=== qam16_slicer ===
Figure 1. Signal wires on met3 (qam16_slicer).
Scale bar: 20 microns.
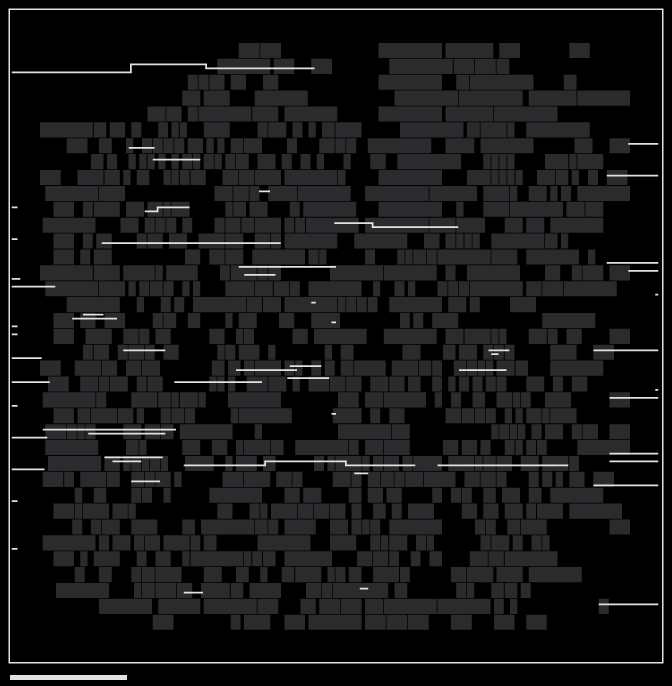

--- config.mk ---
export PLATFORM = sky130hd
export DESIGN_NAME = qam16_slicer
export DESIGN_NICKNAME = d
export VERILOG_FILES = /design/src/rtl/qam16_slicer.sv
export SDC_FILE = /design/constraint.sdc
export NUM_CORES = 1
export LEC_CHECK = 0
export CAP_MARGIN = 20
export CORE_MARGIN = 5
export CORE_UTILIZATION = 53
export DETAILED_ROUTE_END_ITERATION = 7
export HOLD_SLACK_MARGIN = 0.06
export PLACE_DENSITY_LB_ADDON = 0.12
export SLEW_MARGIN = 15
export SYNTH_ARGS = -nofsm -noshare
export SYNTH_HDL_FRONTEND = slang
export SYNTH_SLANG_ARGS = --single-unit
--- constraint.sdc ---
create_clock -name axi_clk -period 3.2 [get_ports axi_clk]
set_input_delay 0.48 -clock axi_clk [delete_from_list [all_inputs] [get_ports axi_clk]]
set_output_delay 0.48 -clock axi_clk [all_outputs]
set_load 0.02 [all_outputs]
--- src/rtl/qam16_slicer.sv ---
// qam16_slicer
//   Decision stage behind the QAM demodulator. Each symbol is SYM_LEN consecutive
//   valid samples. The stage sums them and divides the sum by SYM_LEN to get an
//   average. It slices that averaged I/Q point to a Gray-coded QAM-16 symbol. The
//   symbol goes into a small show-ahead FIFO that drives a valid/ready output.
//
// Ports
//   axi_clk       clock, rising edge
//   axi_rstn      asynchronous active-low reset
//   demult_valid  input sample strobe (upstream cannot be stalled)
//   demult_i/q    signed 18-bit I/Q samples
//   align         1-cycle pulse: restart symbol phase (a concurrent sample becomes sample 0)
//   dout_valid    FIFO not empty
//   dout          symbol {I[1:0], Q[1:0]}
//   dout_ready    consumer accept
//   overflow      sticky: a symbol was dropped because the FIFO was full
//   ovf_clr       clears overflow (a drop in the same cycle wins)
module qam16_slicer #(
    parameter int SYM_LEN_LOG2 = 3,
    parameter int THRESH       = 8192,
    parameter int FIFO_DEPTH   = 4
) (
    input  logic               axi_clk,
    input  logic               axi_rstn,
    input  logic               demult_valid,
    input  logic signed [17:0] demult_i,
    input  logic signed [17:0] demult_q,
    input  logic               align,
    output logic               dout_valid,
    output logic [3:0]         dout,
    input  logic               dout_ready,
    output logic               overflow,
    input  logic               ovf_clr
);

    localparam int ACC_W = 18 + SYM_LEN_LOG2;
    localparam int PTR_W = $clog2(FIFO_DEPTH);
    localparam logic signed [17:0] THR_POS = 18'(THRESH);
    localparam logic signed [17:0] THR_NEG = 18'(-THRESH);

    // ------------------------------------------------------------------
    // Integrate and dump
    // ------------------------------------------------------------------
    logic [SYM_LEN_LOG2-1:0]  cnt;
    logic signed [ACC_W-1:0]  acc_i, acc_q;
    logic signed [ACC_W-1:0]  ext_i, ext_q;
    logic signed [ACC_W-1:0]  sum_i, sum_q;
    logic                     last_sample;

    assign ext_i = {{SYM_LEN_LOG2{demult_i[17]}}, demult_i};
    assign ext_q = {{SYM_LEN_LOG2{demult_q[17]}}, demult_q};
    assign sum_i = acc_i + ext_i;
    assign sum_q = acc_q + ext_q;

    // An align in the same cycle turns the sample into sample 0. That sample
    // therefore never closes a symbol.
    assign last_sample = demult_valid && !align && (cnt == '1);

    // NOTE: registered state uses non-blocking assignments only. Then every
    // always_ff reads the pre-edge values no matter what order the blocks run in.
    always_ff @(posedge axi_clk or negedge axi_rstn) begin
        if (!axi_rstn) begin
            cnt   <= '0;
            acc_i <= '0;
            acc_q <= '0;
        end else if (align) begin
            cnt   <= demult_valid ? SYM_LEN_LOG2'(1) : '0;
            acc_i <= demult_valid ? ext_i : '0;
            acc_q <= demult_valid ? ext_q : '0;
        end else if (demult_valid) begin
            // cnt is exactly SYM_LEN_LOG2 bits wide, so it wraps after SYM_LEN-1 by itself.
            cnt   <= cnt + 1'b1;
            acc_i <= (cnt == '0) ? ext_i : sum_i;
            acc_q <= (cnt == '0) ? ext_q : sum_q;
        end
    end

    // Averaged point. Dropping the low SYM_LEN_LOG2 bits of a two's-complement
    // sum is an arithmetic shift, so the result rounds toward -inf. The sum cannot
    // overflow ACC_W, so the remaining top 18 bits always hold the full average.
    logic signed [17:0] avg_i, avg_q;
    logic               avg_valid;

    always_ff @(posedge axi_clk or negedge axi_rstn) begin
        if (!axi_rstn) begin
            avg_valid <= 1'b0;
            avg_i     <= '0;
            avg_q     <= '0;
        end else begin
            avg_valid <= last_sample;
            if (last_sample) begin
                avg_i <= sum_i[ACC_W-1:SYM_LEN_LOG2];
                avg_q <= sum_q[ACC_W-1:SYM_LEN_LOG2];
            end
        end
    end

    // ------------------------------------------------------------------
    // Slicer: levels -3/-1/+1/+3 Gray-coded as 00/01/11/10
    // ------------------------------------------------------------------
    function automatic logic [1:0] slice(input logic signed [17:0] x);
        if (x < THR_NEG)        return 2'b00;
        else if (x < 18'sd0)    return 2'b01;
        else if (x < THR_POS)   return 2'b11;
        else                    return 2'b10;
    endfunction

    logic [3:0] sym;
    assign sym = {slice(avg_i), slice(avg_q)};

    // ------------------------------------------------------------------
    // Output FIFO (show-ahead). Each pointer carries one extra wrap bit so that
    // the FIFO can tell full from empty.
    // ------------------------------------------------------------------
    logic [3:0]       mem [FIFO_DEPTH];
    logic [PTR_W:0]   wr_ptr, rd_ptr;
    logic             empty, full, pop, push_ok, drop;

    always_comb begin
        // NOTE: every combinational output gets a default first. Otherwise a path
        // that leaves one unassigned infers a latch.
        empty   = 1'b0;
        full    = 1'b0;
        pop     = 1'b0;
        push_ok = 1'b0;
        drop    = 1'b0;
        empty   = (wr_ptr == rd_ptr);
        full    = (wr_ptr[PTR_W] != rd_ptr[PTR_W]) &&
                  (wr_ptr[PTR_W-1:0] == rd_ptr[PTR_W-1:0]);
        pop     = !empty && dout_ready;
        // A pop in the same cycle frees a slot, so the push can still go in.
        push_ok = avg_valid && (!full || pop);
        drop    = avg_valid && full && !pop;
    end

    // NOTE: the storage array has no reset. The pointers alone decide which
    // entries are valid, and dout is forced to zero while the FIFO is empty.
    always_ff @(posedge axi_clk) begin
        if (push_ok) begin
            mem[wr_ptr[PTR_W-1:0]] <= sym;
        end
    end

    always_ff @(posedge axi_clk or negedge axi_rstn) begin
        if (!axi_rstn) begin
            wr_ptr   <= '0;
            rd_ptr   <= '0;
            overflow <= 1'b0;
        end else begin
            if (push_ok) wr_ptr <= wr_ptr + 1'b1;
            if (pop)     rd_ptr <= rd_ptr + 1'b1;
            if (drop)         overflow <= 1'b1;
            else if (ovf_clr) overflow <= 1'b0;
        end
    end

    assign dout_valid = !empty;
    assign dout       = empty ? 4'b0000 : mem[rd_ptr[PTR_W-1:0]];

endmodule

=== inst_issue_encoder ===
## src/rtl/inst_issue_encoder.sv

```systemverilog
// Instruction issue encoder: queues compact op requests as 32-bit words, presents the
// head word to the decoder and returns (word, sigs_valid) pairs through a response slot.
module inst_issue_encoder #(
    parameter int DEPTH = 4,
    parameter int XLEN  = 32,
    parameter int CNT_W = 8
) (
    input  logic             clk,
    input  logic             reset,
    input  logic             io_req_valid,
    output logic             io_req_ready,
    input  logic [1:0]       io_req_op,
    input  logic [XLEN-1:0]  io_req_raw,
    output logic [XLEN-1:0]  io_inst,
    input  logic             io_sigs_valid,
    output logic             io_resp_valid,
    input  logic             io_resp_ready,
    output logic [XLEN-1:0]  io_resp_inst,
    output logic             io_resp_sigs_valid,
    output logic [CNT_W-1:0] io_ok_count,
    output logic [CNT_W-1:0] io_bad_count,
    output logic             io_busy
);
    localparam int PTR_W = $clog2(DEPTH);
    localparam logic [PTR_W:0] FULL_CNT = (PTR_W + 1)'(DEPTH);

    logic [XLEN-1:0]  mem [DEPTH];
    logic [PTR_W-1:0] wr_ptr_reg;
    logic [PTR_W-1:0] rd_ptr_reg;
    logic [PTR_W:0]   count_reg;
    logic             resp_valid_reg;
    logic             resp_sigs_reg;
    logic [XLEN-1:0]  resp_inst_reg;
    logic [CNT_W-1:0] stat_reg [2];
    logic [1:0]       stat_inc;

    logic [XLEN-1:0]  enc_word;
    logic             fifo_empty;
    logic             push;
    logic             issue;

    always_comb begin
        enc_word = io_req_raw;
        case (io_req_op)
            2'd0:    enc_word = XLEN'(32'h0000_257b);
            2'd1:    enc_word = XLEN'(32'h0000_277b);
            default: enc_word = io_req_raw;
        endcase
    end

    assign fifo_empty   = (count_reg == '0);
    assign io_req_ready = (count_reg < FULL_CNT);
    assign push         = io_req_valid && io_req_ready;
    assign issue        = !fifo_empty && (!resp_valid_reg || io_resp_ready);

    // Head word goes straight to the decoder; the decoder's verdict is sampled on issue.
    assign io_inst = fifo_empty ? '0 : mem[rd_ptr_reg];

    always_ff @(posedge clk) begin
        if (push) begin
            mem[wr_ptr_reg] <= enc_word;
        end
    end

    always_ff @(posedge clk or negedge reset) begin
        if (!reset) begin
            wr_ptr_reg <= '0;
            rd_ptr_reg <= '0;
            count_reg  <= '0;
        end else begin
            if (push) begin
                wr_ptr_reg <= wr_ptr_reg + 1'b1;
            end
            if (issue) begin
                rd_ptr_reg <= rd_ptr_reg + 1'b1;
            end
            if (push && !issue) begin
                count_reg <= count_reg + 1'b1;
            end else if (issue && !push) begin
                count_reg <= count_reg - 1'b1;
            end
        end
    end

    always_ff @(posedge clk or negedge reset) begin
        if (!reset) begin
            resp_valid_reg <= 1'b0;
            resp_inst_reg  <= '0;
            resp_sigs_reg  <= 1'b0;
        end else if (issue) begin
            resp_valid_reg <= 1'b1;
            resp_inst_reg  <= mem[rd_ptr_reg];
            resp_sigs_reg  <= io_sigs_valid;
        end else if (resp_valid_reg && io_resp_ready) begin
            resp_valid_reg <= 1'b0;
        end
    end

    // Index 0 counts decodable words, index 1 undecodable ones; both saturate.
    assign stat_inc[0] = issue && io_sigs_valid;
    assign stat_inc[1] = issue && !io_sigs_valid;

    generate
        for (genvar gi = 0; gi < 2; gi++) begin : g_stat
            always_ff @(posedge clk or negedge reset) begin
                if (!reset) begin
                    stat_reg[gi] <= '0;
                end else if (stat_inc[gi] && (stat_reg[gi] != '1)) begin
                    stat_reg[gi] <= stat_reg[gi] + 1'b1;
                end
            end
        end
    endgenerate

    assign io_resp_valid      = resp_valid_reg;
    assign io_resp_inst       = resp_inst_reg;
    assign io_resp_sigs_valid = resp_sigs_reg;
    assign io_ok_count        = stat_reg[0];
    assign io_bad_count       = stat_reg[1];
    assign io_busy            = !fifo_empty || resp_valid_reg;
endmodule

```

## config.mk

```make
export PLATFORM = sky130hd
export DESIGN_NAME = inst_issue_encoder
export DESIGN_NICKNAME = d
export VERILOG_FILES = /design/src/rtl/inst_issue_encoder.sv
export SDC_FILE = /design/constraint.sdc
export NUM_CORES = 1
export LEC_CHECK = 0
export ABC_CLOCK_PERIOD_IN_PS = 1950
export CELL_PAD_IN_SITES_DETAIL_PLACEMENT = 0
export CELL_PAD_IN_SITES_GLOBAL_PLACEMENT = 1
export CORE_MARGIN = 4
export CORE_UTILIZATION = 41
export CTS_CLUSTER_SIZE = 16
export DETAILED_ROUTE_END_ITERATION = 6
export PLACE_DENSITY_LB_ADDON = 0.15
export SLEW_MARGIN = 40
export SYNTH_ARGS = -nofsm -noshare
export SYNTH_HDL_FRONTEND = slang
export SYNTH_SLANG_ARGS = --single-unit
export TNS_END_PERCENT = 30
```

## constraint.sdc

```tcl
create_clock -name clk -period 1.95 [get_ports clk]
set_clock_uncertainty 0.05 [all_clocks]
set_input_delay 0.39 -clock clk [delete_from_list [all_inputs] [get_ports clk]]
set_output_delay 0.39 -clock clk [all_outputs]
set_load 0.005 [all_outputs]
```

Figure 2. M2 wires (qam16_slicer).
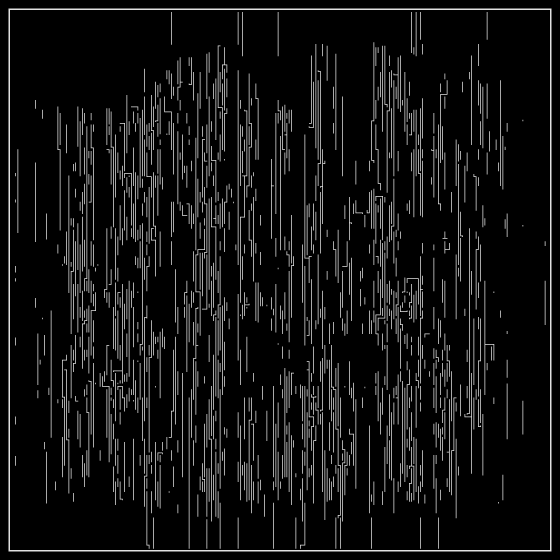
main direction = vertical
share of all routed wire = 49%
wire length on this layer = 5960 microns

Figure 3. Track usage over the die (qam16_slicer).
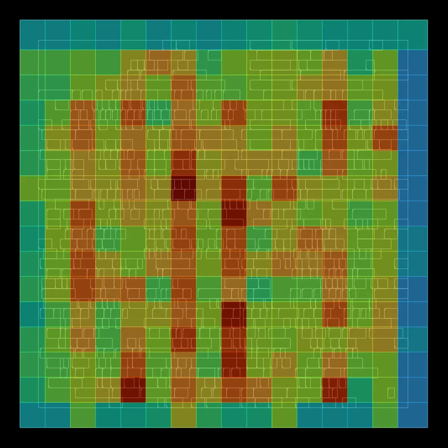
Overall Global Routing Usage: 20.0%
per-cell routed wire length: 15.0 microns
utilization after layout: 63.9%

## Picture notes: Figure 1
wire length on this layer = 457 microns
nets with wire on the layer = 46
longest straight run = 30.4 microns
share of all routed wire = 3.8%
main direction = horizontal

==> Flow_metrics.wiki, qam16_slicer <==
=== Synthesis and place and route ===
{| class="wikitable"
! Metric !! Value
|-
| Routing layer with the top usage in global route || met2
|-
| DRC errors left || 0
|-
| Number of flip-flops and latches in the synthesized netlist || 79
|-
| Levels on crit path || 11
|-
| Initial DRC count || 279
|-
| Top delay family on crit path || AND-OR/OR-AND gates
|-
| Yosys cell count || 597
|-
| Die Outline Area || 0.0125 sq mm
|-
| GR Layer Usage met2 || 34.5%
|-
| Power Sequential || 1.29 mW
|-
| Biggest consumer || combinational cells
|-
| Kind of critical path || in2reg
|-
| Top FF cell, synth || dfrtp_1
|-
| Layout cell share with drive strength beyond 1 || 10.5%
|-
| Result of the run || finished clean
|-
| Setup-failing EPs final || 0
|-
| Growth of design area from synthesis to finish || 18.8%
|-
| Top achievable clock speed || 0.330 GHz
|-
| Depth of the most critical reg-to-reg path || 10
|-
| Synthesized instance count || 597
|-
| Slack of the worst reg-to-reg path || 210 ps
|-
| Via count of the first global-routing pass || 4609
|-
| Most used standard cell by instance count after synthesis || o21ai_0
|-
| Dominant cell type by area after synthesis || dfrtp_1
|-
| Worst slew margin relative to its limit || 35.4%
|-
| Endpoints failing hold || 0
|-
| Synthesized area per cell || 9.17 sq um
|-
| Required @ worst endpoint || 3490 ps
|}
Figure 4. Signal wires on met3 (inst_issue_encoder).
Scale bar: 50 microns.
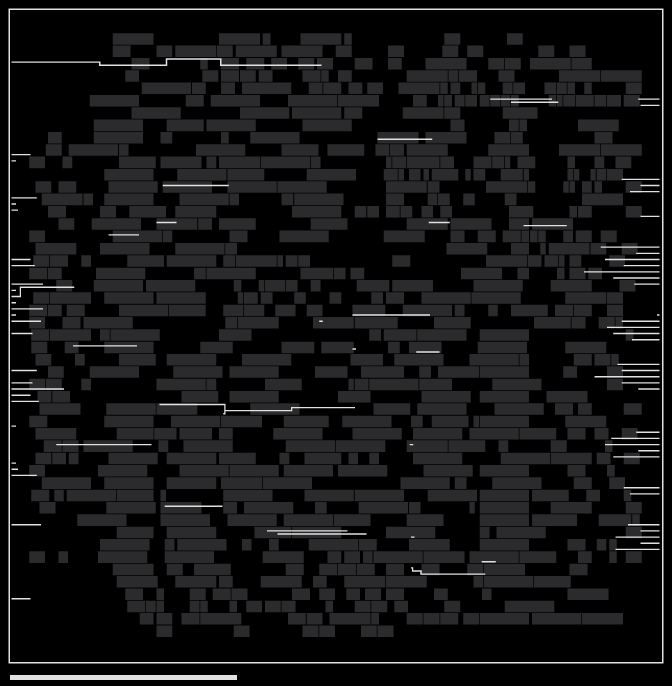
nets with wire on the layer = 72
wire length on this layer = 693 microns
longest straight run = 22.1 microns
main direction = horizontal
share of all routed wire = 4.4%

Figure 5. M2 wires (inst_issue_encoder).
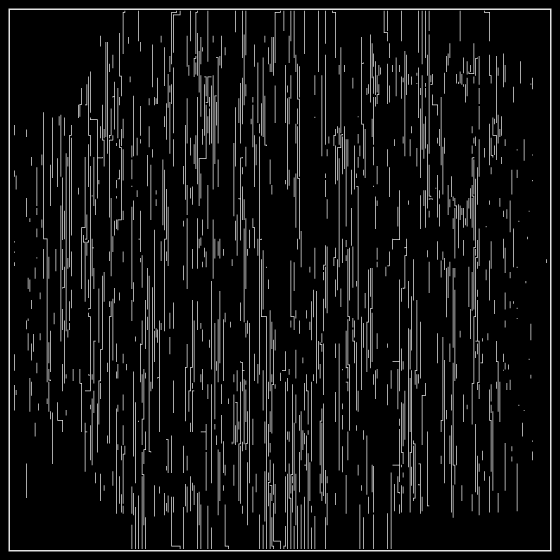
wire length on this layer = 7890 microns
longest straight run = 63.2 microns
nets with wire on the layer = 592
GR Layer Usage met2: 25.5%
DR vias: 4226
Total Wirelength: 15600 microns

==> Flow_metrics.wiki, inst_issue_encoder <==
=== Synthesis and place and route ===
{| class="wikitable"
! Metric !! Value
|-
| Top cell excl fill/tap || edfxtp_1
|-
| Result of the run || finished with violations
|-
| CTS H-Tree Depth || 4
|-
| Number of warnings in the stage logs || 32
|-
| Die X || 144 microns
|-
| Post-layout instance count excluding filler cells || 841
|-
| Endpoints failing hold || 0
|-
| Routing layer with the top usage in global route || met2
|-
| Fraction of area in multi-input gates || 22.2%
|-
| Clock tree from TritonCTS || yes
|-
| Non-clock buffer total of the final layout || 174
|-
| Distinct cell type count after synthesis || 38
|-
| Data arrival time of the worst path || 2070 ps
|-
| Combinational fraction of design power || 43.3%
|-
| Layout cell share with drive strength beyond 1 || 37.6%
|-
| Tally of clock buffers in the finished layout || 21
|-
| I/O pin total || 123
|-
| Sequential element share of the synthesized area || 69.7%
|-
| Setup-failing EPs final || 33
|-
| Utilization after layout || 56.3%
|-
| Uppermost layer routed || met4
|-
| Placed standard-cell area || 0.00941 sq mm
|-
| Violated checks || setup timing
|-
| Post-layout worst setup margin || -564 ps
|}

==> gallery <==
The metal 1 layer.
picture 1
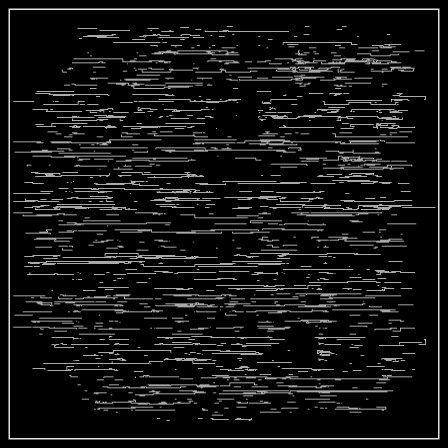
picture 2
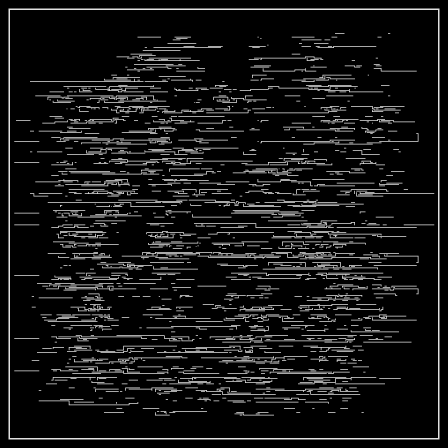
For qam16_slicer, see picture 2.
For inst_issue_encoder, see picture 1.


No activity file was given, so power comes from the tool's default toggle rates.
